==================== operand_loader
==> operand_loader/placement.png <==
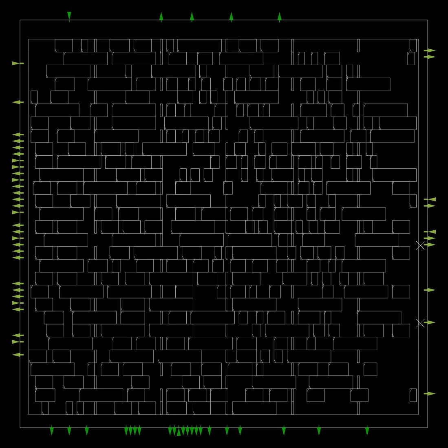
==> operand_loader/layer_met3.png <==
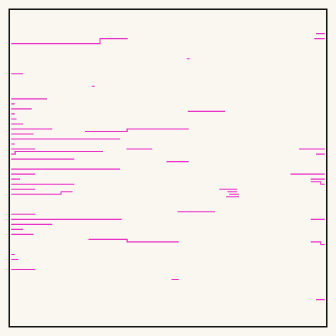
===== src/rtl/npu_pkg.sv =====
// Shared NPU types: op codes, loader states, per-op operand lengths and header helpers.
package npu_pkg;

  typedef enum logic [2:0] {
    OP_NOP  = 3'd0,
    OP_ADD  = 3'd1,
    OP_SUB  = 3'd2,
    OP_CONV = 3'd3,
    OP_DOT  = 3'd4
  } op_e;

  typedef enum logic [2:0] {
    LD_HDR0   = 3'd0,
    LD_HDR1   = 3'd1,
    LD_LOAD_A = 3'd2,
    LD_LOAD_B = 3'd3,
    LD_SETTLE = 3'd4,
    LD_ISSUE  = 3'd5,
    LD_WAIT   = 3'd6
  } ld_state_e;

  localparam logic [5:0] LEN_A_STD  = 6'd16;
  localparam logic [5:0] LEN_B_STD  = 6'd16;
  localparam logic [5:0] LEN_A_CONV = 6'd36;
  localparam logic [5:0] LEN_B_CONV = 6'd9;

  function automatic logic [5:0] op_len_a(input logic [2:0] op);
    return (op == OP_CONV) ? LEN_A_CONV : LEN_A_STD;
  endfunction

  function automatic logic [5:0] op_len_b(input logic [2:0] op);
    return (op == OP_CONV) ? LEN_B_CONV : LEN_B_STD;
  endfunction

  function automatic logic op_valid(input logic [2:0] op);
    return (op >= OP_ADD) && (op <= OP_DOT);
  endfunction

endpackage


===== src/rtl/operand_loader.sv =====
// Decodes a framed byte stream into SRAM_A/SRAM_B writes (registered, 1 cycle) and issues one tile.
// s_ready drops from the last payload byte until tile_done or the WAIT timeout returns it to HDR0.
module operand_loader
  import npu_pkg::*;
#(
  parameter int ADDR_W      = 10,
  parameter int DATA_W      = 8,
  parameter int TIMEOUT_CYC = 4096
) (
  input  logic              clk,
  input  logic              rst,
  input  logic              s_valid,
  input  logic [DATA_W-1:0] s_data,
  output logic              s_ready,
  output logic              ld_sram_A_ce,
  output logic              ld_sram_A_we,
  output logic [ADDR_W-1:0] ld_sram_A_addr,
  output logic [DATA_W-1:0] ld_sram_A_din,
  output logic              ld_sram_B_ce,
  output logic              ld_sram_B_we,
  output logic [ADDR_W-1:0] ld_sram_B_addr,
  output logic [DATA_W-1:0] ld_sram_B_din,
  output logic [2:0]        op_code,
  output logic [2:0]        tile_i,
  output logic [2:0]        tile_j,
  output logic              tile_start,
  input  logic              tile_done,
  output logic              busy,
  output logic              err
);

  localparam int WAIT_W = $clog2(TIMEOUT_CYC);
  localparam logic [WAIT_W-1:0] WAIT_LAST = WAIT_W'(TIMEOUT_CYC - 1);

  localparam logic [2:0] S_HDR0   = LD_HDR0;
  localparam logic [2:0] S_HDR1   = LD_HDR1;
  localparam logic [2:0] S_LOAD_A = LD_LOAD_A;
  localparam logic [2:0] S_LOAD_B = LD_LOAD_B;
  localparam logic [2:0] S_SETTLE = LD_SETTLE;
  localparam logic [2:0] S_ISSUE  = LD_ISSUE;
  localparam logic [2:0] S_WAIT   = LD_WAIT;

  logic [2:0]        state;
  logic [5:0]        cnt;
  logic [WAIT_W-1:0] wcnt;
  logic              xfer;
  logic [2:0]        hdr_op, hdr_ti, hdr_tj;
  logic              last_a, last_b;

  // Header fields: byte0 = {op, tile_i, 2'b00}, byte1 = {tile_j, 5'b0}; reserved bits dropped.
  assign hdr_op = s_data[7:5];
  assign hdr_ti = s_data[4:2];
  assign hdr_tj = s_data[7:5];

  assign s_ready = (state == S_HDR0) || (state == S_HDR1) ||
                   (state == S_LOAD_A) || (state == S_LOAD_B);
  assign busy    = (state != S_HDR0);
  assign xfer    = s_valid && s_ready;
  assign last_a  = (cnt == op_len_a(op_code) - 6'd1);
  assign last_b  = (cnt == op_len_b(op_code) - 6'd1);

  always_ff @(posedge clk or posedge rst) begin
    if (rst) begin
      state          <= S_HDR0;
      cnt            <= '0;
      wcnt           <= '0;
      ld_sram_A_ce   <= 1'b0;
      ld_sram_A_we   <= 1'b0;
      ld_sram_A_addr <= '0;
      ld_sram_A_din  <= '0;
      ld_sram_B_ce   <= 1'b0;
      ld_sram_B_we   <= 1'b0;
      ld_sram_B_addr <= '0;
      ld_sram_B_din  <= '0;
      op_code        <= '0;
      tile_i         <= '0;
      tile_j         <= '0;
      tile_start     <= 1'b0;
      err            <= 1'b0;
    end else begin
      ld_sram_A_ce <= 1'b0;
      ld_sram_A_we <= 1'b0;
      ld_sram_B_ce <= 1'b0;
      ld_sram_B_we <= 1'b0;
      tile_start   <= 1'b0;
      err          <= 1'b0;
      case (state)
        S_HDR0: begin
          if (xfer) begin
            if (op_valid(hdr_op)) begin
              op_code <= hdr_op;
              tile_i  <= hdr_ti;
              state   <= S_HDR1;
            end else begin
              err <= 1'b1;
            end
          end
        end
        S_HDR1: begin
          if (xfer) begin
            tile_j <= hdr_tj;
            cnt    <= '0;
            state  <= S_LOAD_A;
          end
        end
        S_LOAD_A: begin
          if (xfer) begin
            ld_sram_A_ce   <= 1'b1;
            ld_sram_A_we   <= 1'b1;
            ld_sram_A_addr <= ADDR_W'(cnt);
            ld_sram_A_din  <= s_data;
            if (last_a) begin
              cnt   <= '0;
              state <= S_LOAD_B;
            end else begin
              cnt <= cnt + 6'd1;
            end
          end
        end
        S_LOAD_B: begin
          if (xfer) begin
            ld_sram_B_ce   <= 1'b1;
            ld_sram_B_we   <= 1'b1;
            ld_sram_B_addr <= ADDR_W'(cnt);
            ld_sram_B_din  <= s_data;
            if (last_b) begin
              cnt   <= '0;
              state <= S_SETTLE;
            end else begin
              cnt <= cnt + 6'd1;
            end
          end
        end
        // Last B write is on the port this cycle; start is registered so it lands one cycle later.
        S_SETTLE: begin
          tile_start <= 1'b1;
          state      <= S_ISSUE;
        end
        S_ISSUE: begin
          wcnt  <= '0;
          state <= S_WAIT;
        end
        S_WAIT: begin
          if (tile_done) begin
            state <= S_HDR0;
          end else if (wcnt == WAIT_LAST) begin
            err   <= 1'b1;
            state <= S_HDR0;
          end else begin
            wcnt <= wcnt + 1'b1;
          end
        end
        default: state <= S_HDR0;
      endcase
    end
  end

endmodule

===== config.mk =====
export PLATFORM = sky130hd
export DESIGN_NAME = operand_loader
export DESIGN_NICKNAME = d
export VERILOG_FILES = /design/src/rtl/npu_pkg.sv /design/src/rtl/operand_loader.sv
export SDC_FILE = /design/constraint.sdc
export NUM_CORES = 1
export LEC_CHECK = 0
export CELL_PAD_IN_SITES_DETAIL_PLACEMENT = 1
export CELL_PAD_IN_SITES_GLOBAL_PLACEMENT = 1
export CORE_MARGIN = 1.5
export CORE_UTILIZATION = 42
export DETAILED_ROUTE_END_ITERATION = 12
export PLACE_DENSITY_LB_ADDON = 0.15
export SLEW_MARGIN = 0
export SYNTH_ARGS = -nofsm -noshare
export SYNTH_HDL_FRONTEND = slang
export SYNTH_SLANG_ARGS = --single-unit

===== constraint.sdc =====
create_clock -name clk -period 5 [get_ports clk]
set_input_delay 1 -clock clk [delete_from_list [all_inputs] [get_ports clk]]
set_output_delay 1 -clock clk [all_outputs]
set_load 0.03 [all_outputs]

==> impl_metrics.ini <==
; yosys + openroad results
[clock_network]
root_buffer = clkbuf_8
post_cts_resized = 0
numCtsBuffers = 9

[power_and_ir_drop]
p_leak_nw = 1.50
intPower_mw = 1.26
irDropWorstVdd_mv = 0.328
comb_power_uw = 942
power_frac_seq = 0.374
clkPwrFrac = 0.180

[global_route]
grt_antenna_before_repair = 0
first_global_vias = 2180
grt_use_met2 = 0.324

[timing]
fin_skew_ns = 0.00881
slew_violations = 0

[outcome]
violations = DRC
outcome = finished, violations left

[critical_path]
crit_path_start = state[0]
path_buffers = 1

[synthesis]
synthTopLogicFamily = multiplexers
top_cells_by_area = dfrtp_1 54%, mux2_2 14%, xnor2_1 2.7%
aoi_share = 0.106
fa_ha_area_frac = 0.00873
synth_cell_type_count = 47

[route]
antenna_left = 0
route.detailed.drc = 2
wl_per_cell_um = 17.6
wl_met1_mm = 3.02

[placement]
io_buffers = 56

[layout]
comb_area_mm2 = 0.00120
buf_share = 0.159
ff_latch_area_mm2 = 0.00155
layout.sequential_cells = 62
clock_cell_area_share = 0.0459
nets = 315
logic_gates = 162
About operand_loader/placement.png:
Post-Layout Cell Count: 383
Tap Cells: 77

About operand_loader/layer_met3.png:
main direction: horizontal
share of all routed wire: 6.4%
nets with wire on the layer: 43
wire length on this layer: 432 µm
longest straight run: 29.7 µm

layout by cell type, fill, tap and decap left out, types with 3 or more instances in the layout:
cell and instances:
nand4_1 3, clkinv_2 3, or3_1 3, mux2_2 36
xnor2_1 9, a21oi_1 5, clkbuf_8 9, nand3_1 10
a211oi_1 5, o21ai_0 15, clkdlybuf4s50_1 56, dfrtp_1 62
inv_1 6, conb_1 8, nand2_1 16, nand2b_1 3
nor2_1 17
synth_stat cells, types with 2 or more instances:
cell type and n:
ha_1 2, a21oi_1 5, and4bb_2 2, mux2_2 36, nand2b_1 3, buf_2 5, nor2_1 17, xnor2_1 9
nor2b_1 2, or3_1 3, nand2_1 16, nand4_1 3, nand3_1 10, inv_1 7, nor3_1 2, buf_4 10
o21ai_0 15, dfrtp_1 62, a211oi_1 5
metrics by stage:
step	instances	setup WS (ns)	cell area (µm²)	utilization	hold slack [ns]
2_1_floorplan	249	2.46	2890	-	0.479
3_3_place_gp	367	2.09	3460	0.535	0.472
3_5_place_dp	367	2.00	3460	0.535	0.484
4_1_cts	383	2.13	3620	0.561	0.505
5_1_grt	383	2.06	3620	0.561	0.530
6_report	383	2.15	3620	0.561	0.498

==================== dm_access_ctrl
===== config.mk =====
export PLATFORM = sky130hd
export DESIGN_NAME = dm_access_ctrl
export DESIGN_NICKNAME = d
export VERILOG_FILES = /design/src/rtl/dm_pkg.sv /design/src/rtl/dm_lane_align.sv /design/src/rtl/dm_access_ctrl.sv
export SDC_FILE = /design/constraint.sdc
export NUM_CORES = 1
export LEC_CHECK = 0
export ABC_AREA = 1
export CORE_MARGIN = 2
export CORE_UTILIZATION = 55
export CTS_BUF_LIST = sky130_fd_sc_hd__clkbuf_8
export CTS_CLUSTER_SIZE = 10
export DETAILED_ROUTE_END_ITERATION = 6
export GPL_ROUTABILITY_DRIVEN = 0
export PLACE_DENSITY = 0.86
export SLEW_MARGIN = 0
export SYNTH_ARGS = -nofsm -noshare
export SYNTH_HDL_FRONTEND = slang
export SYNTH_SLANG_ARGS = --single-unit
export TNS_END_PERCENT = 5

===== constraint.sdc =====
create_clock -name clk -period 4.1 [get_ports clk]
set_clock_uncertainty 0.15 [all_clocks]
set_input_delay 0.82 -clock clk [delete_from_list [all_inputs] [get_ports clk]]
set_output_delay 0.82 -clock clk [all_outputs]
set_load 0.05 [all_outputs]

===== src/rtl/dm_pkg.sv =====
// Shared definitions for the data-memory access controller: MIPS load/store
// opcodes, access-size encoding, FSM state codes and opcode decode helpers.
package dm_pkg;

    localparam logic [5:0] OP_LB  = 6'b100000;
    localparam logic [5:0] OP_LH  = 6'b100001;
    localparam logic [5:0] OP_LW  = 6'b100011;
    localparam logic [5:0] OP_LBU = 6'b100100;
    localparam logic [5:0] OP_LHU = 6'b100101;
    localparam logic [5:0] OP_SB  = 6'b101000;
    localparam logic [5:0] OP_SH  = 6'b101001;
    localparam logic [5:0] OP_SW  = 6'b101011;

    // Size is encoded directly as a byte count so it can feed shifts and adds.
    typedef enum logic [2:0] {
        SIZE_NONE = 3'd0,
        SIZE_B    = 3'd1,
        SIZE_H    = 3'd2,
        SIZE_W    = 3'd4
    } size_e;

    localparam logic [2:0] ST_IDLE   = 3'd0;
    localparam logic [2:0] ST_BEAT0  = 3'd1;
    localparam logic [2:0] ST_RWAIT0 = 3'd2;
    localparam logic [2:0] ST_BEAT1  = 3'd3;
    localparam logic [2:0] ST_RWAIT1 = 3'd4;
    localparam logic [2:0] ST_RESP   = 3'd5;

    function automatic logic op_is_load(input logic [5:0] op);
        return (op == OP_LB) || (op == OP_LH) || (op == OP_LW) ||
               (op == OP_LBU) || (op == OP_LHU);
    endfunction

    function automatic logic op_is_store(input logic [5:0] op);
        return (op == OP_SB) || (op == OP_SH) || (op == OP_SW);
    endfunction

    function automatic size_e op_size(input logic [5:0] op);
        case (op)
            OP_LB, OP_LBU, OP_SB: return SIZE_B;
            OP_LH, OP_LHU, OP_SH: return SIZE_H;
            OP_LW, OP_SW:         return SIZE_W;
            default:              return SIZE_NONE;
        endcase
    endfunction

    function automatic logic op_signed(input logic [5:0] op);
        return (op == OP_LB) || (op == OP_LH) || (op == OP_LW);
    endfunction

endpackage


===== src/rtl/dm_lane_align.sv =====
// Combinational byte-enable and write-data lane placement for one memory beat.
// The access is shifted into a double-width window; beat 0 takes the low half.
module dm_lane_align #(
    parameter int DATA_W = 32
) (
    input  logic [2:0]                   size,
    input  logic [$clog2(DATA_W/8)-1:0]  off,
    input  logic                         beat,
    input  logic [DATA_W-1:0]            data,
    output logic [DATA_W/8-1:0]          be,
    output logic [DATA_W-1:0]            wdata
);
    localparam int LANES = DATA_W / 8;

    logic [2*LANES-1:0]  be_full;
    logic [2*DATA_W-1:0] data_full;

    always_comb begin
        be_full   = ((2*LANES)'(1) << size) - (2*LANES)'(1);
        be_full   = be_full << off;
        data_full = {{DATA_W{1'b0}}, data} << {off, 3'b000};
        if (beat) begin
            be    = be_full[2*LANES-1:LANES];
            wdata = data_full[2*DATA_W-1:DATA_W];
        end else begin
            be    = be_full[LANES-1:0];
            wdata = data_full[DATA_W-1:0];
        end
    end

endmodule


===== src/rtl/dm_access_ctrl.sv =====
// M-stage data-memory access controller: one load/store per handshake.
// Define MISALIGN_SPLIT_EN to split lane-crossing accesses into two beats.
module dm_access_ctrl
    import dm_pkg::*;
#(
    parameter int DATA_W = 32,
    parameter int ADDR_W = 32
) (
    input  logic                clk,
    input  logic                reset_n,
    input  logic                req_valid,
    output logic                req_ready,
    input  logic [5:0]          req_op,
    input  logic [ADDR_W-1:0]   req_addr,
    input  logic [DATA_W-1:0]   req_wdata,
    output logic                mem_valid,
    input  logic                mem_ready,
    output logic                mem_we,
    output logic [ADDR_W-1:0]   mem_addr,
    output logic [DATA_W/8-1:0] mem_be,
    output logic [DATA_W-1:0]   mem_wdata,
    input  logic                mem_rvalid,
    input  logic [DATA_W-1:0]   mem_rdata,
    output logic                rsp_valid,
    output logic [DATA_W-1:0]   rsp_data,
    output logic                rsp_err
);
    localparam int LANES = DATA_W / 8;
    localparam int OFF_W = $clog2(LANES);

    logic [2:0]        state;
    logic [2:0]        size_q;
    logic [OFF_W-1:0]  off_q;
    logic              sgn_q;
    logic              split_q;
    logic [DATA_W-1:0] wdata_q;
    logic [DATA_W-1:0] rdata_lo_q;

    logic              idle;
    logic              req_is_load;
    logic              req_is_store;
    logic [2:0]        req_size;
    logic [OFF_W-1:0]  req_off;
    logic              req_split;
    logic              req_misalign;

    logic [2:0]        al_size;
    logic [OFF_W-1:0]  al_off;
    logic [DATA_W-1:0] al_data;
    logic [LANES-1:0]  al_be;
    logic [DATA_W-1:0] al_wdata;

    assign idle         = (state == ST_IDLE);
    assign req_ready    = idle;
    assign req_is_load  = op_is_load(req_op);
    assign req_is_store = op_is_store(req_op);
    assign req_size     = op_size(req_op);
    assign req_off      = req_addr[OFF_W-1:0];

`ifdef MISALIGN_SPLIT_EN
    logic [OFF_W+1:0] req_end;
    assign req_end      = (OFF_W+2)'(req_off) + (OFF_W+2)'(req_size) - (OFF_W+2)'(1);
    assign req_split    = (req_end >= (OFF_W+2)'(LANES));
    assign req_misalign = 1'b0;
`else
    logic [2:0] size_mask;
    assign size_mask    = req_size - 3'd1;
    assign req_split    = 1'b0;
    assign req_misalign = ((req_addr[2:0] & size_mask) != 3'd0);
`endif

    // The aligner sees the live request in IDLE (first beat) and the latched
    // request afterwards, where it only ever produces the second beat.
    assign al_size = idle ? req_size  : size_q;
    assign al_off  = idle ? req_off   : off_q;
    assign al_data = idle ? req_wdata : wdata_q;

    dm_lane_align #(.DATA_W(DATA_W)) u_align (
        .size  (al_size),
        .off   (al_off),
        .beat  (!idle),
        .data  (al_data),
        .be    (al_be),
        .wdata (al_wdata)
    );

    function automatic logic [DATA_W-1:0] load_result(
        input logic [2*DATA_W-1:0] raw,
        input logic [OFF_W-1:0]    off,
        input logic [2:0]          size,
        input logic                sgn
    );
        logic [2*DATA_W-1:0] sh;
        logic [DATA_W-1:0]   v;
        logic                sbit;
        sh = raw >> {off, 3'b000};
        v  = sh[DATA_W-1:0];
        case (size)
            3'd1:    sbit = v[7];
            3'd2:    sbit = v[15];
            default: sbit = v[31];
        endcase
        for (int i = 0; i < DATA_W; i++) begin
            if (i >= 8 * int'(size)) v[i] = sgn & sbit;
        end
        return v;
    endfunction

    // Main sequencer; every memory and response output is a register here.
    always_ff @(posedge clk) begin
        if (!reset_n) begin
            state      <= ST_IDLE;
            size_q     <= 3'd0;
            off_q      <= '0;
            sgn_q      <= 1'b0;
            split_q    <= 1'b0;
            wdata_q    <= '0;
            rdata_lo_q <= '0;
            mem_valid  <= 1'b0;
            mem_we     <= 1'b0;
            mem_addr   <= '0;
            mem_be     <= '0;
            mem_wdata  <= '0;
            rsp_valid  <= 1'b0;
            rsp_data   <= '0;
            rsp_err    <= 1'b0;
        end else begin
            case (state)
                ST_IDLE: begin
                    if (req_valid) begin
                        size_q  <= req_size;
                        off_q   <= req_off;
                        sgn_q   <= op_signed(req_op);
                        split_q <= req_split;
                        wdata_q <= req_wdata;
                        if (!(req_is_load || req_is_store)) begin
                            state     <= ST_RESP;
                            rsp_valid <= 1'b1;
                            rsp_err   <= 1'b0;
                            rsp_data  <= '0;
                        end else begin
                            state <= ST_BEAT0;
                            if (!req_misalign) begin
                                mem_valid <= 1'b1;
                                mem_we    <= req_is_store;
                                mem_addr  <= {req_addr[ADDR_W-1:OFF_W], {OFF_W{1'b0}}};
                                mem_be    <= al_be;
                                mem_wdata <= al_wdata;
                            end
                        end
                    end
                end
                ST_BEAT0: begin
                    // No beat was launched: this is a rejected misaligned access.
                    if (!mem_valid) begin
                        state     <= ST_RESP;
                        rsp_valid <= 1'b1;
                        rsp_err   <= 1'b1;
                        rsp_data  <= '0;
                    end else if (mem_ready) begin
                        mem_valid <= 1'b0;
                        if (!mem_we) begin
                            state <= ST_RWAIT0;
                        end else if (split_q) begin
                            state     <= ST_BEAT1;
                            mem_valid <= 1'b1;
                            mem_addr  <= mem_addr + ADDR_W'(LANES);
                            mem_be    <= al_be;
                            mem_wdata <= al_wdata;
                        end else begin
                            state     <= ST_RESP;
                            rsp_valid <= 1'b1;
                            rsp_err   <= 1'b0;
                            rsp_data  <= '0;
                        end
                    end
                end
                ST_RWAIT0: begin
                    if (mem_rvalid) begin
                        rdata_lo_q <= mem_rdata;
                        if (split_q) begin
                            state     <= ST_BEAT1;
                            mem_valid <= 1'b1;
                            mem_addr  <= mem_addr + ADDR_W'(LANES);
                            mem_be    <= al_be;
                            mem_wdata <= al_wdata;
                        end else begin
                            state     <= ST_RESP;
                            rsp_valid <= 1'b1;
                            rsp_err   <= 1'b0;
                            rsp_data  <= load_result({{DATA_W{1'b0}}, mem_rdata}, off_q, size_q, sgn_q);
                        end
                    end
                end
                ST_BEAT1: begin
                    if (mem_ready) begin
                        mem_valid <= 1'b0;
                        if (mem_we) begin
                            state     <= ST_RESP;
                            rsp_valid <= 1'b1;
                            rsp_err   <= 1'b0;
                            rsp_data  <= '0;
                        end else begin
                            state <= ST_RWAIT1;
                        end
                    end
                end
                ST_RWAIT1: begin
                    if (mem_rvalid) begin
                        state     <= ST_RESP;
                        rsp_valid <= 1'b1;
                        rsp_err   <= 1'b0;
                        rsp_data  <= load_result({mem_rdata, rdata_lo_q}, off_q, size_q, sgn_q);
                    end
                end
                ST_RESP: begin
                    state     <= ST_IDLE;
                    rsp_valid <= 1'b0;
                end
                default: begin
                    state     <= ST_IDLE;
                    mem_valid <= 1'b0;
                    rsp_valid <= 1'b0;
                end
            endcase
        end
    end

endmodule


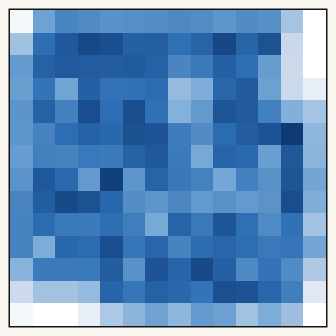
(dm_access_ctrl/cell_density.png)
The die is cut into 14 by 14 equal tiles; white is low, dark blue is high, 0 to 100% covered.
nearly empty tiles: 3.1%
fullest tile: 96%
mean over tiles: 64%
tiles over 75% full: 36%

==> impl_metrics.ini <==
; yosys + openroad results
[synthesis]
flop_cell = dfxtp_1
ys_sh_xor = 0
synth.avg_cell_area_um2 = 6.30

[critical_path]
max_stage_delay_ns = 0.92
reg2reg_depth = 10
required_ns = 3.13
cp_data_arrival_time_ns = 2.42

[clock_network]
cts.path.max_buffers = 2
post_cts_buffers = 0
post_cts_resized = 0

[route]
initialDrtViolationCount = 1195
firstDrtPassIters = 7
route.met3.wl_mm = 2.30

[floorplanning]
core_area_mm2 = 0.0171
die_y_um = 135
io_pins = 212

[global_route]
grt_use_total = 0.323
grt_util_met1 = 0.392
grt_antenna_before_repair = 0

[timing]
setup_viol = 0
slew_violations = 0
tightest_slew_ns = 0.837

[layout]
syn_to_final_growth_pct = 26.0
drive_above_1_share = 0.0516

[outcome]
outcome = completed

[placement]
placedInstanceArea_mm2 = 0.0116
post-place-cells = 1860
## area by class of cell
type / count / area, µm² / share of cell area
flip-flops and latches: 175 / 3500 / 0.293
clock buffers: 17 / 234 / 0.0196
well taps: 225 / 282 / 0.0235
inverters: 141 / 532 / 0.0445
multi-input cells: 1089 / 5000 / 0.418
repair buffers: 230 / 2260 / 0.189
clock inverters: 15 / 146 / 0.0122
## worst min-delay path by stage
stage,endpoint,slack (ns),cells past startpoint
6_report,wdata_q[7],0.30,2
5_1_grt,wdata_q[8],0.33,2
4_1_cts,wdata_q[5],0.31,2
3_5_place_dp,wdata_q[5],0.29,2
3_3_place_gp,wdata_q[2],0.29,2
2_1_floorplan,rdata_lo_q[5],0.27,2
## worst register-to-register path, stage by stage (launching register included)
cell and delay, ns:
dfxtp_1 0.36, nor2_2 0.15, nand2_2 0.08, inv_2 0.42, nand3_2 0.28, nand2_1 0.22
nand4_4 0.30, inv_2 0.54, buf_4 0.28, o21ai_0 0.10, nor2_1 0.14
## power by group
part	switching [mW]	internal, mW	leakage (nW)
combinational	3.51	1.49	3.14
clock	0.728	0.451	0.191
sequential	0.157	2.02	1.43

==================== agg_beat_sched
==> agg_beat_sched/cell_density.png <==
The die is cut into 13 by 14 equal tiles; white is low, dark blue is high, 0 to 100% covered.
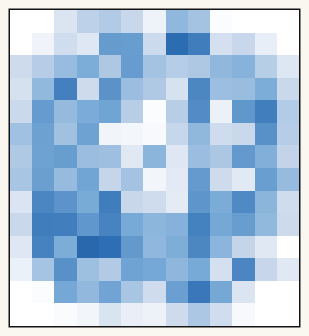
## src/rtl/agg_beat_sched.sv

```systemverilog
// agg_beat_sched -- round-robin scheduler of two aggregate-word requesters onto
// one narrow beat bus. The granted word is captured, zero-extended to
// NBEATS*BEAT_W bits and shifted out LSB-first, one BEAT_W beat per accepted
// handshake, with out_last on the final beat.
//
// Ports:
//   clock, reset_n          clock (rising edge), async active-low reset
//   reqN_valid/ready/data   requester N word handshake (ready is combinational)
//   out_valid/ready/data    beat handshake toward the sink
//   out_last                final beat of the frame
//   out_src                 requester index of the frame being sent
//   busy                    frame in flight
//   out_par                 XOR of out_data (only with AGG_BEAT_SCHED_PARITY_EN)
//
// Optional feature macro: AGG_BEAT_SCHED_PARITY_EN
module agg_beat_sched #(
  parameter int AGG_W  = 63,
  parameter int BEAT_W = 16
) (
  input  logic              clock,
  input  logic              reset_n,
  input  logic              req0_valid,
  output logic              req0_ready,
  input  logic [AGG_W-1:0]  req0_data,
  input  logic              req1_valid,
  output logic              req1_ready,
  input  logic [AGG_W-1:0]  req1_data,
  output logic              out_valid,
  input  logic              out_ready,
  output logic [BEAT_W-1:0] out_data,
  output logic              out_last,
  output logic              out_src,
`ifdef AGG_BEAT_SCHED_PARITY_EN
  output logic              out_par,
`endif
  output logic              busy
);

  localparam int NBEATS = (AGG_W + BEAT_W - 1) / BEAT_W;
  localparam int CNT_W  = (NBEATS > 1) ? $clog2(NBEATS) : 1;
  localparam int SHW    = NBEATS * BEAT_W;

  typedef enum logic {IDLE, SEND} state_e;

  state_e           state_q, state_d;
  logic [SHW-1:0]   shreg_q, shreg_d;
  logic [CNT_W-1:0] cnt_q, cnt_d;
  logic             src_q, src_d;
  logic             rr_q, rr_d;
  logic             gnt0, gnt1, last;

  // rr names the requester favoured when both are valid.
  assign gnt0 = req0_valid && (!req1_valid || !rr_q);
  assign gnt1 = req1_valid && (!req0_valid ||  rr_q);
  assign last = (cnt_q == CNT_W'(NBEATS - 1));

  always_comb begin
    state_d    = state_q;
    shreg_d    = shreg_q;
    cnt_d      = cnt_q;
    src_d      = src_q;
    rr_d       = rr_q;
    req0_ready = 1'b0;
    req1_ready = 1'b0;
    out_valid  = 1'b0;
    out_data   = '0;
    out_last   = 1'b0;
    out_src    = 1'b0;
    busy       = 1'b0;
    case (state_q)
      IDLE: begin
        // State already reads IDLE during reset; gate so no word is taken then.
        req0_ready = gnt0 && reset_n;
        req1_ready = gnt1 && reset_n;
        if (gnt0 || gnt1) begin
          shreg_d = gnt1 ? SHW'(req1_data) : SHW'(req0_data);
          cnt_d   = '0;
          src_d   = gnt1;
          rr_d    = ~gnt1;
          state_d = SEND;
        end
      end
      SEND: begin
        out_valid = 1'b1;
        out_data  = shreg_q[BEAT_W-1:0];
        out_last  = last;
        out_src   = src_q;
        busy      = 1'b1;
        if (out_ready) begin
          shreg_d = shreg_q >> BEAT_W;
          if (last) state_d = IDLE;
          else      cnt_d   = cnt_q + CNT_W'(1);
        end
      end
      default: state_d = IDLE;
    endcase
  end

  always_ff @(posedge clock or negedge reset_n) begin
    if (!reset_n) begin
      state_q <= IDLE;
      shreg_q <= '0;
      cnt_q   <= '0;
      src_q   <= 1'b0;
      rr_q    <= 1'b0;
    end else begin
      state_q <= state_d;
      shreg_q <= shreg_d;
      cnt_q   <= cnt_d;
      src_q   <= src_d;
      rr_q    <= rr_d;
    end
  end

`ifdef AGG_BEAT_SCHED_PARITY_EN
  // out_data is forced to 0 outside SEND, so parity is 0 there as well.
  assign out_par = ^out_data;
`endif

endmodule
```

## config.mk

```make
export PLATFORM = sky130hd
export DESIGN_NAME = agg_beat_sched
export DESIGN_NICKNAME = d
export VERILOG_FILES = /design/src/rtl/agg_beat_sched.sv
export SDC_FILE = /design/constraint.sdc
export NUM_CORES = 1
export LEC_CHECK = 0
export ABC_AREA = 1
export ABC_CLOCK_PERIOD_IN_PS = 1500
export CAP_MARGIN = 20
export CORE_ASPECT_RATIO = 1.1
export CORE_MARGIN = 4
export CORE_UTILIZATION = 25
export CTS_CLUSTER_DIAMETER = 40
export CTS_CLUSTER_SIZE = 16
export DETAILED_ROUTE_END_ITERATION = 10
export HOLD_SLACK_MARGIN = 0.1
export PLACE_DENSITY_LB_ADDON = 0.12
export SLEW_MARGIN = 0
export SYNTH_ARGS = -nofsm -noshare
export SYNTH_HDL_FRONTEND = slang
export SYNTH_SLANG_ARGS = --single-unit
```

## constraint.sdc

```tcl
create_clock -name clock -period 1.5 [get_ports clock]
set_input_delay 0.225 -clock clock [delete_from_list [all_inputs] [get_ports clock]]
set_output_delay 0.225 -clock clock [all_outputs]
set_load 0.01 [all_outputs]
```

==> impl_metrics.ini <==
; yosys + openroad results
[synthesis]
synthTopLogicFamily = simple AND/OR/NAND/NOR gates
flop_cell = dfrtp_1
syn-instance-count = 653
fa_ha_area_frac = 0.00303
top_area_frac = 0.412
synth_cell_type_count = 17
top_cells_by_area = dfrtp_1 41%, nand2_1 24%, nand3_1 12%
synth.avg_cell_area_um2 = 6.33
ys_seq_frac = 0.412

[critical_path]
crit_path_start = state_q
setup.worst_path.end = req0_ready
timing.critical_path.from_type = register

[timing]
setup_viol = 34
slew_violations = 0
postLayoutSetupSlackWorst_ns = -0.110
hold_violations = 0
rsz0062_at_grt = yes

[layout]
logic_gates = 497
ff_latch_area_mm2 = 0.00170
stdcell_area_mm2 = 0.00664
buf_share = 0.311

[clock_network]
cts.path.max_buffers = 2
clk_pin_slew_ns = 0.06
tritoncts = done
post_cts_resized = 113

[outcome]
outcome = finished, violations left
violations = setup timing

[power_and_ir_drop]
p_leak_nw = 3.29
intPower_mw = 5.70
power_mw = 9.23
clkPwrFrac = 0.211

[route]
wl_met2_mm = 6.91

[global_route]
first_global_vias = 4558
grt_max_degree = 74
Notes on agg_beat_sched/cell_density.png above:
mean over tiles: 34%
tiles over 75% full: 1.6%
nearly empty tiles: 8.8%
fullest tile: 78%
Final Core Density: 0.407
Core Box Area: 0.0163 mm²

-- critical path, cell delays in order, from the launching register on --
cell and delay (ns):
dfrtp_2 0.43, buf_6 0.13, clkinv_4 0.04, o21ai_4 0.06
nor2_4 0.14, inv_2 0.04, nor2_1 0.07, buf_2 0.13
-- flip-flops by register name, indices dropped and copies added, names as in the netlist --
name	count
shreg_q	63
cnt_q	2
rr_q	1
src_q	1
state_q	1
-- layout by cell type, fill, tap and decap left out --
master           count
nand2_1            255
clkdlybuf4s50_1    127
nor2_1             106
nand3_1            102
dfrtp_1             67
inv_1               34
buf_4               17
buf_2               16
buf_6               15
clkbuf_16           13
inv_2               10
o21ai_1              9
nand2_4              8
buf_12               8
buf_16               5
nand2_2              4
clkinv_2             4
nand2_8              3
o21ai_0              3
clkinv_4             1
nor3_1               1
o21ai_4              1
nor2_4               1
nor2_2               1
inv_4                1
or2_0                1
nand3_2              1
ha_1                 1
clkinvlp_4           1
clkbuf_8             1
clkbuf_1             1
dlygate4sd3_1        1
dlygate4sd2_1        1
dfrtp_2              1

==================== complex_square_pipe_flat
## src/rtl/complex_square_pipe_pkg.sv

```systemverilog
// Shared definitions for the complex-square pipeline: mode encodings,
// pipeline depth and accumulator sizing.
package complex_pipe_pkg;

  typedef enum logic [1:0] {
    MODE_SQUARE   = 2'd0,
    MODE_MAG2     = 2'd1,
    MODE_MAG2_ACC = 2'd2,
    MODE_RSVD     = 2'd3
  } mode_e;

  localparam int PIPE_LATENCY = 3;

  // Unscaled accumulator must hold acc_len magnitudes of 2*width bits each.
  function automatic int acc_width(input int width, input int acc_len);
    return 2 * width + $clog2(acc_len);
  endfunction

endpackage

```

## src/rtl/complex_square_pipe_if.sv

```systemverilog
// Valid/ready sample-in / result-out bundle of the complex-square pipeline.
interface complex_square_pipe_if #(
  parameter int WIDTH = 16
) ();

  logic                    in_valid;
  logic                    in_ready;
  logic signed [WIDTH-1:0] in_real;
  logic signed [WIDTH-1:0] in_imag;
  logic [1:0]              in_mode;
  logic                    out_valid;
  logic                    out_ready;
  logic signed [WIDTH-1:0] out_real;
  logic signed [WIDTH-1:0] out_imag;
  logic                    out_sat;

  modport master (
    output in_valid, in_real, in_imag, in_mode, out_ready,
    input  in_ready, out_valid, out_real, out_imag, out_sat
  );

  modport slave (
    input  in_valid, in_real, in_imag, in_mode, out_ready,
    output in_ready, out_valid, out_real, out_imag, out_sat
  );

endinterface

```

## src/rtl/complex_square_pipe_sat_scale.sv

```systemverilog
// Arithmetic right shift by FRAC (floor) followed by saturation to a signed
// WIDTH-bit result; sat flags that clipping happened.
module complex_sat_scale #(
  parameter int IN_W  = 34,
  parameter int WIDTH = 16,
  parameter int FRAC  = 0
) (
  input  logic signed [IN_W-1:0]  din,
  output logic signed [WIDTH-1:0] dout,
  output logic                    sat
);

  localparam logic signed [IN_W-1:0] MAX_V = {{(IN_W-WIDTH+1){1'b0}}, {(WIDTH-1){1'b1}}};
  localparam logic signed [IN_W-1:0] MIN_V = {{(IN_W-WIDTH+1){1'b1}}, {(WIDTH-1){1'b0}}};

  logic signed [IN_W-1:0] shifted;

  assign shifted = din >>> FRAC;

  always_comb begin
    dout = shifted[WIDTH-1:0];
    sat  = 1'b0;
    if (shifted > MAX_V) begin
      dout = {1'b0, {(WIDTH-1){1'b1}}};
      sat  = 1'b1;
    end else if (shifted < MIN_V) begin
      dout = {1'b1, {(WIDTH-1){1'b0}}};
      sat  = 1'b1;
    end
  end

endmodule

```

## src/rtl/complex_square_pipe.sv

```systemverilog
// Three-stage complex square / magnitude-squared / accumulated-magnitude unit
// with a single global stall driven by the output handshake.
module complex_square_pipe
  import complex_pipe_pkg::*;
#(
  parameter int WIDTH   = 16,
  parameter int FRAC    = 0,
  parameter int ACC_LEN = 4
) (
  input  logic                  clk,
  input  logic                  rst_n,
  complex_square_pipe_if.slave  bus
);

  localparam int PW    = 2 * WIDTH;
  localparam int AW    = acc_width(WIDTH, ACC_LEN);
  localparam int CW    = (AW > PW + 2) ? AW : PW + 2;
  localparam int CNT_W = $clog2(ACC_LEN);
  localparam logic [CNT_W-1:0] LAST_CNT = CNT_W'(ACC_LEN - 1);

  logic advance;

  logic                    s1_valid_reg;
  logic signed [WIDTH-1:0] s1_real_reg;
  logic signed [WIDTH-1:0] s1_imag_reg;
  mode_e                   s1_mode_reg;

  logic                    s2_valid_reg;
  logic signed [PW-1:0]    s2_rr_reg;
  logic signed [PW-1:0]    s2_ii_reg;
  logic signed [PW-1:0]    s2_ri_reg;
  mode_e                   s2_mode_reg;

  logic signed [AW-1:0]    acc_reg;
  logic [CNT_W-1:0]        cnt_reg;

  logic                    out_valid_reg;
  logic signed [WIDTH-1:0] out_real_reg;
  logic signed [WIDTH-1:0] out_imag_reg;
  logic                    out_sat_reg;

  logic signed [PW-1:0]    rr_p;
  logic signed [PW-1:0]    ii_p;
  logic signed [PW-1:0]    ri_p;

  logic signed [CW-1:0]    mag_x;
  logic signed [CW-1:0]    acc_sum;
  logic                    is_acc;
  logic                    acc_last;

  logic signed [CW-1:0]    lane_full [2];
  logic signed [WIDTH-1:0] lane_out  [2];
  logic                    lane_sat  [2];

  // A stalled output freezes the whole pipe; bubbles are never squeezed out.
  assign advance      = !out_valid_reg || bus.out_ready;
  assign bus.in_ready = advance;

  assign bus.out_valid = out_valid_reg;
  assign bus.out_real  = out_real_reg;
  assign bus.out_imag  = out_imag_reg;
  assign bus.out_sat   = out_sat_reg;

  assign rr_p = PW'(s1_real_reg) * PW'(s1_real_reg);
  assign ii_p = PW'(s1_imag_reg) * PW'(s1_imag_reg);
  assign ri_p = PW'(s1_real_reg) * PW'(s1_imag_reg);

  assign mag_x    = CW'(s2_rr_reg) + CW'(s2_ii_reg);
  assign acc_sum  = CW'(acc_reg) + mag_x;
  assign is_acc   = (s2_mode_reg == MODE_MAG2_ACC);
  assign acc_last = is_acc && (cnt_reg == LAST_CNT);

  // Reserved mode falls through to the SQUARE default.
  always_comb begin
    lane_full[0] = CW'(s2_rr_reg) - CW'(s2_ii_reg);
    lane_full[1] = CW'(s2_ri_reg) <<< 1;
    case (s2_mode_reg)
      MODE_MAG2: begin
        lane_full[0] = mag_x;
        lane_full[1] = '0;
      end
      MODE_MAG2_ACC: begin
        lane_full[0] = acc_sum;
        lane_full[1] = '0;
      end
      default: ;
    endcase
  end

  for (genvar gi = 0; gi < 2; gi++) begin : g_lane
    complex_sat_scale #(
      .IN_W  (CW),
      .WIDTH (WIDTH),
      .FRAC  (FRAC)
    ) u_scale (
      .din  (lane_full[gi]),
      .dout (lane_out[gi]),
      .sat  (lane_sat[gi])
    );
  end

  always_ff @(posedge clk or negedge rst_n) begin
    if (!rst_n) begin
      s1_valid_reg  <= 1'b0;
      s1_real_reg   <= '0;
      s1_imag_reg   <= '0;
      s1_mode_reg   <= MODE_SQUARE;
      s2_valid_reg  <= 1'b0;
      s2_rr_reg     <= '0;
      s2_ii_reg     <= '0;
      s2_ri_reg     <= '0;
      s2_mode_reg   <= MODE_SQUARE;
      acc_reg       <= '0;
      cnt_reg       <= '0;
      out_valid_reg <= 1'b0;
      out_real_reg  <= '0;
      out_imag_reg  <= '0;
      out_sat_reg   <= 1'b0;
    end else if (advance) begin
      s1_valid_reg <= bus.in_valid;
      s1_real_reg  <= bus.in_real;
      s1_imag_reg  <= bus.in_imag;
      s1_mode_reg  <= mode_e'(bus.in_mode);

      s2_valid_reg <= s1_valid_reg;
      s2_rr_reg    <= rr_p;
      s2_ii_reg    <= ii_p;
      s2_ri_reg    <= ri_p;
      s2_mode_reg  <= s1_mode_reg;

      out_valid_reg <= 1'b0;
      if (s2_valid_reg) begin
        if (is_acc && !acc_last) begin
          acc_reg <= acc_sum[AW-1:0];
          cnt_reg <= cnt_reg + CNT_W'(1);
        end else begin
          // Group end, or a non-ACC beat abandoning any partial sum.
          acc_reg       <= '0;
          cnt_reg       <= '0;
          out_valid_reg <= 1'b1;
          out_real_reg  <= lane_out[0];
          out_imag_reg  <= lane_out[1];
          out_sat_reg   <= lane_sat[0] | lane_sat[1];
        end
      end
    end
  end

endmodule

```

## src/flat_wrapper.sv

```systemverilog
// flat-port wrapper written by rule: the top's interface ports become plain ports
module complex_square_pipe_flat import complex_pipe_pkg::*;
#(
  parameter int WIDTH   = 16,
  parameter int FRAC    = 0,
  parameter int ACC_LEN = 4
)
  (clk, rst_n, bus_in_valid, bus_in_real, bus_in_imag, bus_in_mode, bus_out_ready, bus_in_ready, bus_out_valid, bus_out_real, bus_out_imag, bus_out_sat);
  complex_square_pipe_if #(.WIDTH(WIDTH)) bus_i ();
  input  logic clk;
  input  logic rst_n;
  input wire logic [$bits(bus_i.in_valid)-1:0] bus_in_valid;
  input wire logic [$bits(bus_i.in_real)-1:0] bus_in_real;
  input wire logic [$bits(bus_i.in_imag)-1:0] bus_in_imag;
  input wire logic [$bits(bus_i.in_mode)-1:0] bus_in_mode;
  input wire logic [$bits(bus_i.out_ready)-1:0] bus_out_ready;
  output wire logic [$bits(bus_i.in_ready)-1:0] bus_in_ready;
  output wire logic [$bits(bus_i.out_valid)-1:0] bus_out_valid;
  output wire logic [$bits(bus_i.out_real)-1:0] bus_out_real;
  output wire logic [$bits(bus_i.out_imag)-1:0] bus_out_imag;
  output wire logic [$bits(bus_i.out_sat)-1:0] bus_out_sat;
  assign bus_i.in_valid = bus_in_valid;
  assign bus_i.in_real = bus_in_real;
  assign bus_i.in_imag = bus_in_imag;
  assign bus_i.in_mode = bus_in_mode;
  assign bus_i.out_ready = bus_out_ready;
  assign bus_in_ready = bus_i.in_ready;
  assign bus_out_valid = bus_i.out_valid;
  assign bus_out_real = bus_i.out_real;
  assign bus_out_imag = bus_i.out_imag;
  assign bus_out_sat = bus_i.out_sat;
  complex_square_pipe #(.WIDTH(WIDTH), .FRAC(FRAC), .ACC_LEN(ACC_LEN)) u_core (.clk(clk), .rst_n(rst_n), .bus(bus_i));
endmodule
```

## config.mk

```make
export PLATFORM = sky130hd
export DESIGN_NAME = complex_square_pipe_flat
export DESIGN_NICKNAME = d
export VERILOG_FILES = /design/src/rtl/complex_square_pipe_pkg.sv /design/src/rtl/complex_square_pipe_if.sv /design/src/rtl/complex_square_pipe_sat_scale.sv /design/src/rtl/complex_square_pipe.sv /design/src/flat_wrapper.sv
export SDC_FILE = /design/constraint.sdc
export NUM_CORES = 2
export LEC_CHECK = 0
export ABC_AREA = 1
export CORE_MARGIN = 1
export CORE_UTILIZATION = 25
export DETAILED_ROUTE_END_ITERATION = 10
export PLACE_DENSITY = 0.44
export SKIP_LAST_GASP = 1
export SYNTH_ARGS = -nofsm -noshare
export SYNTH_HDL_FRONTEND = slang
export SYNTH_SLANG_ARGS = --single-unit
```

## constraint.sdc

```tcl
create_clock -name clk -period 11 [get_ports clk]
set_input_delay 1.1 -clock clk [delete_from_list [all_inputs] [get_ports clk]]
set_output_delay 1.1 -clock clk [all_outputs]
set_load 0.02 [all_outputs]
```

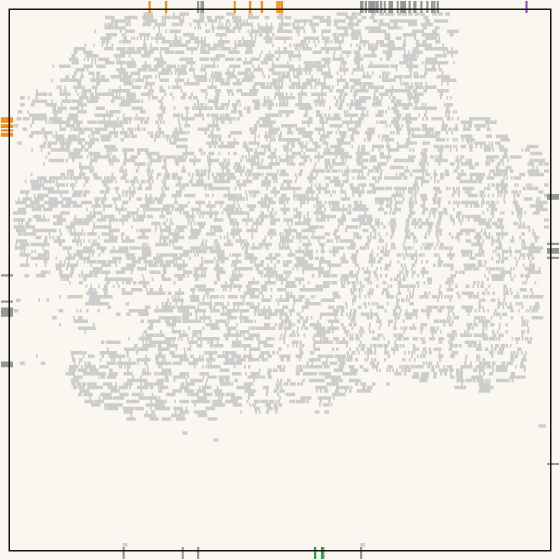
(complex_square_pipe_flat/io_placement.png)
Pins as bars across the die edge, other pins in grey.
[orange] `bus_in_real` | pins: 16 | direction: input | edge: 8 north, 8 west
[purple] `clk` | pins: 1 | direction: input | edge: north
[green] `bus_in_mode` | pins: 2 | direction: input | edge: south
all pins by edge: 39 north, 18 west, 9 east, 7 south

==> impl_metrics.ini <==
; yosys + openroad results
[route]
avgViaCountPerCell = 4.32
initialDrtViolationCount = 1826

[outcome]
outcome = completed

[placement]
io_buffers = 72
dp_hpwl_mm = 115

[floorplanning]
chipArea_mm2 = 0.177

[timing]
max_clock_freq_mhz = 140

[critical_path]
setup.worst_path.end = u_core.s2_ii_reg[31]
path_max_fanout = 40
rrSetupSlack_ns = 3.85
cp_slowest_cell = fa_1
crit_path_start = u_core.s1_imag_reg[15]

[synthesis]
yosys_area_mm2 = 0.0438
yosys_cells = 5829
async_reset_ff_frac = 1.00

[global_route]
grt_use_met2 = 0.277
globalRoute.busiestLayer = met2
grt_max_degree = 81

[clock_network]
clk_pin_slew_ns = 0.06
h-tree-depth = 1
post_cts_resized = 0

[run]
max-cap-violations = 0

[layout]
nets = 6933
lay_top_cells = 1532 x inv_1, 1514 x nand2_1, 744 x fa_1
stdcell_area_mm2 = 0.0481
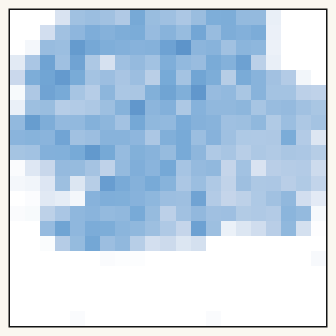
(complex_square_pipe_flat/cell_density.png)
The die is cut into 21 by 21 equal tiles; white is low, dark blue is high, 0 to 100% covered.
fullest tile: 59%
mean over tiles: 26%
nearly empty tiles: 31%
emptiest ninth of the die: south-east
Core Util at FP: 0.252
Core Box Area: 0.174 mm²
Final Core Density: 0.277

cells by family (layout without fill, tap and decap cells):
family,after synthesis,after routing,share of synthesized area
xor gates and xnor gates,106,106,0.0212
AOI/OAI and AO/OA,522,522,0.0678
other,0,1,0
DFF,202,202,0.115
and+or+nand+nor,2175,2175,0.205
adders and majority gates,1094,1094,0.440
buffers and inverters,1730,1725,0.150
Yosys cell counts (34+ instances only):
master | instances | area share
nor2_1 | 249 | 0.021
xnor2_1 | 52 | 0.010
xor2_1 | 54 | 0.011
nand2_1 | 1514 | 0.13
inv_1 | 1533 | 0.13
nor3_1 | 34 | 0.0039
or2_2 | 34 | 0.0049
nand3_1 | 226 | 0.026
o21ai_0 | 225 | 0.026
a21oi_1 | 167 | 0.019
ha_1 | 350 | 0.10
fa_1 | 744 | 0.34
dfrtp_1 | 202 | 0.12
nand4_1 | 36 | 0.0051
clkbuf_1 | 141 | 0.012
final cells by class:
type / count / area share
Clock inverter: 19 / 0.00600
Clock buffer: 36 / 0.0167
Antenna cell: 1 / 0.0000520
Multi-Input combinational cell: 3897 / 0.668
Timing Repair Buffer: 121 / 0.0227
Tap cell: 2325 / 0.0604
Inverter: 1549 / 0.121
Sequential cell: 202 / 0.105

==================== tdm_demux4_flat
--- src/rtl/tdm_demux4_if.sv ---
// Bundle for the 4-channel TDM receive link: serial slot stream in, frame-aligned channel words and sync status out.
// The transmitter side drives through master; the demultiplexer binds to slave.
interface tdm_demux4_if #(
  parameter int W     = 8,
  parameter int ERR_W = 8
);
  logic [W-1:0]     din;
  logic             din_valid;
  logic             fsync;
  logic [4*W-1:0]   dout;
  logic             dout_valid;
  logic             locked;
  logic [1:0]       slot;
  logic             sync_err;
  logic [ERR_W-1:0] err_cnt;

  modport master (
    output din, din_valid, fsync,
    input  dout, dout_valid, locked, slot, sync_err, err_cnt
  );

  modport slave (
    input  din, din_valid, fsync,
    output dout, dout_valid, locked, slot, sync_err, err_cnt
  );
endinterface

--- src/rtl/tdm_demux4.sv ---
// Receive side of the 4-channel TDM link: locks to fsync on slot 0 and reassembles four slot samples
// into one parallel frame word, flagging missing or early frame syncs.
module tdm_demux4 #(
  parameter int W     = 8,
  parameter int ERR_W = 8
) (
  input  logic        clk,
  input  logic        rst_n,
  tdm_demux4_if.slave bus
);

  typedef enum logic {
    HUNT,
    LOCKED
  } state_t;

  state_t           state_q, state_nxt;
  logic [1:0]       slot_q, slot_nxt;
  logic [W-1:0]     shadow_q [3];
  logic [W-1:0]     shadow_nxt [3];
  logic [4*W-1:0]   dout_q, dout_nxt;
  logic             dout_valid_q, dout_valid_nxt;
  logic             sync_err_q, sync_err_nxt;
  logic [ERR_W-1:0] err_cnt_q, err_cnt_nxt;

  always_ff @(posedge clk) begin
    if (!rst_n) begin
      state_q      <= HUNT;
      slot_q       <= 2'd0;
      shadow_q     <= '{default: '0};
      dout_q       <= '0;
      dout_valid_q <= 1'b0;
      sync_err_q   <= 1'b0;
      err_cnt_q    <= '0;
    end else begin
      state_q      <= state_nxt;
      slot_q       <= slot_nxt;
      shadow_q     <= shadow_nxt;
      dout_q       <= dout_nxt;
      dout_valid_q <= dout_valid_nxt;
      sync_err_q   <= sync_err_nxt;
      err_cnt_q    <= err_cnt_nxt;
    end
  end

  // Slot 3 is never shadowed: it goes straight into dout so the frame word updates in one edge.
  always_comb begin
    state_nxt      = state_q;
    slot_nxt       = slot_q;
    shadow_nxt     = shadow_q;
    dout_nxt       = dout_q;
    dout_valid_nxt = 1'b0;
    sync_err_nxt   = 1'b0;
    err_cnt_nxt    = err_cnt_q;

    if (bus.din_valid) begin
      case (state_q)
        HUNT: begin
          if (bus.fsync) begin
            shadow_nxt[0] = bus.din;
            slot_nxt      = 2'd1;
            state_nxt     = LOCKED;
          end
        end
        LOCKED: begin
          if (slot_q == 2'd0) begin
            if (bus.fsync) begin
              shadow_nxt[0] = bus.din;
              slot_nxt      = 2'd1;
            end else begin
              sync_err_nxt = 1'b1;
              slot_nxt     = 2'd0;
              state_nxt    = HUNT;
            end
          end else if (bus.fsync) begin
            // Early sync: drop the partial frame and restart on this beat.
            sync_err_nxt  = 1'b1;
            shadow_nxt[0] = bus.din;
            slot_nxt      = 2'd1;
          end else if (slot_q == 2'd3) begin
            dout_nxt       = {bus.din, shadow_q[2], shadow_q[1], shadow_q[0]};
            dout_valid_nxt = 1'b1;
            slot_nxt       = 2'd0;
          end else begin
            if (slot_q == 2'd1) begin
              shadow_nxt[1] = bus.din;
            end else begin
              shadow_nxt[2] = bus.din;
            end
            slot_nxt = slot_q + 2'd1;
          end
        end
        default: begin
          state_nxt = HUNT;
          slot_nxt  = 2'd0;
        end
      endcase
    end

    if (sync_err_nxt && (err_cnt_q != {ERR_W{1'b1}})) begin
      err_cnt_nxt = err_cnt_q + ERR_W'(1);
    end
  end

  assign bus.dout       = dout_q;
  assign bus.dout_valid = dout_valid_q;
  assign bus.locked     = (state_q == LOCKED);
  assign bus.slot       = slot_q;
  assign bus.sync_err   = sync_err_q;
  assign bus.err_cnt    = err_cnt_q;

endmodule
--- src/flat_wrapper.sv ---
// flat-port wrapper written by rule: the top's interface ports become plain ports
module tdm_demux4_flat 
#(
  parameter int W     = 8,
  parameter int ERR_W = 8
)
  (clk, rst_n, bus_din, bus_din_valid, bus_fsync, bus_dout, bus_dout_valid, bus_locked, bus_slot, bus_sync_err, bus_err_cnt);
  tdm_demux4_if #(.W(W), .ERR_W(ERR_W)) bus_i ();
  input  logic clk;
  input  logic rst_n;
  input wire logic [$bits(bus_i.din)-1:0] bus_din;
  input wire logic [$bits(bus_i.din_valid)-1:0] bus_din_valid;
  input wire logic [$bits(bus_i.fsync)-1:0] bus_fsync;
  output wire logic [$bits(bus_i.dout)-1:0] bus_dout;
  output wire logic [$bits(bus_i.dout_valid)-1:0] bus_dout_valid;
  output wire logic [$bits(bus_i.locked)-1:0] bus_locked;
  output wire logic [$bits(bus_i.slot)-1:0] bus_slot;
  output wire logic [$bits(bus_i.sync_err)-1:0] bus_sync_err;
  output wire logic [$bits(bus_i.err_cnt)-1:0] bus_err_cnt;
  assign bus_i.din = bus_din;
  assign bus_i.din_valid = bus_din_valid;
  assign bus_i.fsync = bus_fsync;
  assign bus_dout = bus_i.dout;
  assign bus_dout_valid = bus_i.dout_valid;
  assign bus_locked = bus_i.locked;
  assign bus_slot = bus_i.slot;
  assign bus_sync_err = bus_i.sync_err;
  assign bus_err_cnt = bus_i.err_cnt;
  tdm_demux4 #(.W(W), .ERR_W(ERR_W)) u_core (.clk(clk), .rst_n(rst_n), .bus(bus_i));
endmodule
--- config.mk ---
export PLATFORM = sky130hd
export DESIGN_NAME = tdm_demux4_flat
export DESIGN_NICKNAME = d
export VERILOG_FILES = /design/src/rtl/tdm_demux4_if.sv /design/src/rtl/tdm_demux4.sv /design/src/flat_wrapper.sv
export SDC_FILE = /design/constraint.sdc
export NUM_CORES = 1
export LEC_CHECK = 0
export CAP_MARGIN = 30
export CORE_MARGIN = 1
export CORE_UTILIZATION = 52
export CTS_BUF_LIST = sky130_fd_sc_hd__clkbuf_2 sky130_fd_sc_hd__clkbuf_4 sky130_fd_sc_hd__clkbuf_8
export CTS_CLUSTER_DIAMETER = 120
export DETAILED_ROUTE_END_ITERATION = 8
export PLACE_DENSITY = 0.85
export SETUP_SLACK_MARGIN = 0.05
export SLEW_MARGIN = 0
export SYNTH_ARGS = -nofsm -noshare
export SYNTH_HDL_FRONTEND = slang
export SYNTH_SLANG_ARGS = --single-unit
--- constraint.sdc ---
create_clock -name clk -period 2.3 [get_ports clk]
set_input_delay 0.575 -clock clk [delete_from_list [all_inputs] [get_ports clk]]
set_output_delay 0.575 -clock clk [all_outputs]
set_load 0.01 [all_outputs]
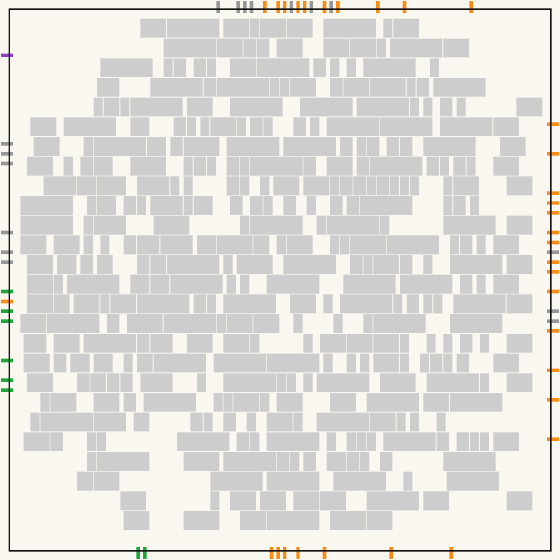
(tdm_demux4_flat/io_placement.png)
Pins as bars across the die edge, other pins in grey.
[green] `bus_err_cnt` | pins: 8 | direction: output | edge: 6 west, 2 south
[orange] `bus_dout` | pins: 32 | direction: output | edge: 14 east, 10 north, 7 south, 1 west
[purple] `clk` | pins: 1 | direction: input | edge: west
all pins by edge: 17 north, 17 east, 14 west, 9 south

==> impl_metrics.ini <==
; yosys + openroad results
[run]
max-cap-violations = 0

[synthesis]
async_reset_ff_frac = 0
syn_area_mm2 = 0.00274
yosysWarningCount = 0
ys_seq_frac = 0.504

[timing]
setup_viol = 0
hold_violations = 0
rsz0062_at_grt = no
fin_crit_sh = 0.900

[critical_path]
cp_data_arrival_time_ns = 1.50
reg2reg_depth = 8
path_cells = clkdlybuf4s50_1
path_max_fanout = 11

[floorplanning]
die_x_um = 74.6
io_pins = 57
core_area_mm2 = 0.00511

[layout]
layout.sequential_cells = 69
syn_to_final_growth_pct = 27.7
stdcell_area_mm2 = 0.00350

[outcome]
outcome = completed

[clock_network]
clk_latency_ns = 0.35
clk_pin_slew_ns = 0.07

[placement]
dp_hpwl_mm = 3.85

[global_route]
grt_overflow_total = 0
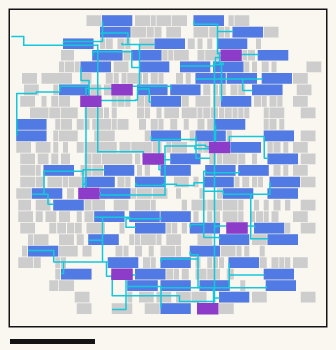
(tdm_demux4_flat/clk_routes.png)
Scale bar: 20 µm.
[cyan] clock wires | length: 785 µm
[blue] flip-flops | count: 69
[purple] clock drivers | count: 9
routed clock nets: 10
flops lie: all over the die

-- sequential cells by signal, summed over array words and instances, names as in the netlist --
signal	count
u_core.bus.dout	32
u_core.shadow_q	24
u_core.bus.err_cnt	8
u_core.bus.slot	2
u_core.bus.dout_valid	1
u_core.bus.locked	1
u_core.bus.sync_err	1
-- power by group --
part	internal, mW	total (mW)	leakage [nW]	switching, mW
Sequential	1.20	1.22	0.557	0.0103
Clock	0.422	0.858	0.0846	0.435
Combinational	0.0484	0.114	0.636	0.0653
-- logic make-up (layout without fill, tap and decap cells) --
family | Yosys count | count (layout) | synth area share
buffers and inverters | 29 | 84 | 0.0575
adders and majority gates | 6 | 6 | 0.0274
DFF | 69 | 69 | 0.504
and+or+nand+nor | 139 | 139 | 0.217
AOI/OAI and AO/OA | 58 | 58 | 0.121
muxes | 20 | 20 | 0.0730
-- per-layer routing --
metal	global-route usage	up-vias	wire length [µm]
met5	0	-	0
met4	0.143	0	188
met3	0.0705	19	314
met2	0.385	70	2910
met1	0.269	1085	2540
li1	-	1173	-


==> layout pictures side by side <==
Clock distribution.
panel A
Scale bar: 20 µm.
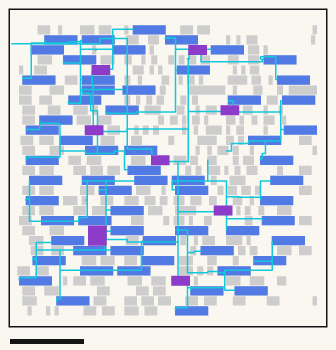
panel B
Scale bar: 100 µm.
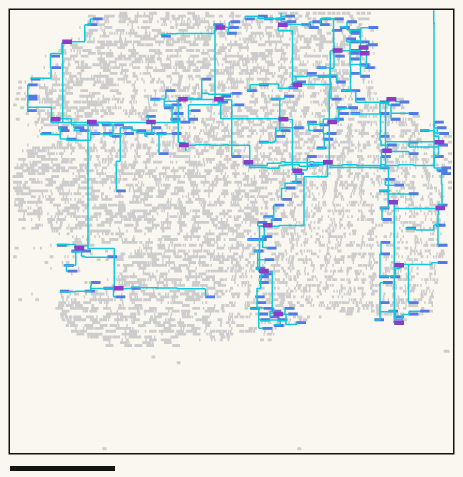
panel C
Scale bar: 50 µm.
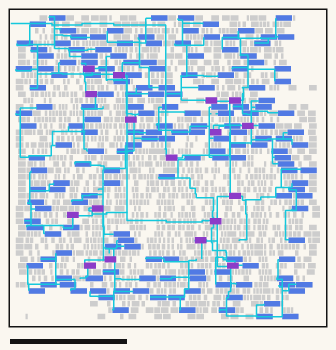
panel D
Scale bar: 50 µm.
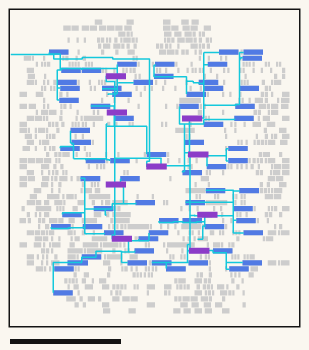
- largest die: panel B
- smallest die: panel A
dm_access_ctrl: panel C
agg_beat_sched: panel D
complex_square_pipe_flat: panel B
operand_loader: panel A

No activity file was given, so power comes from the tool's default toggle rates.
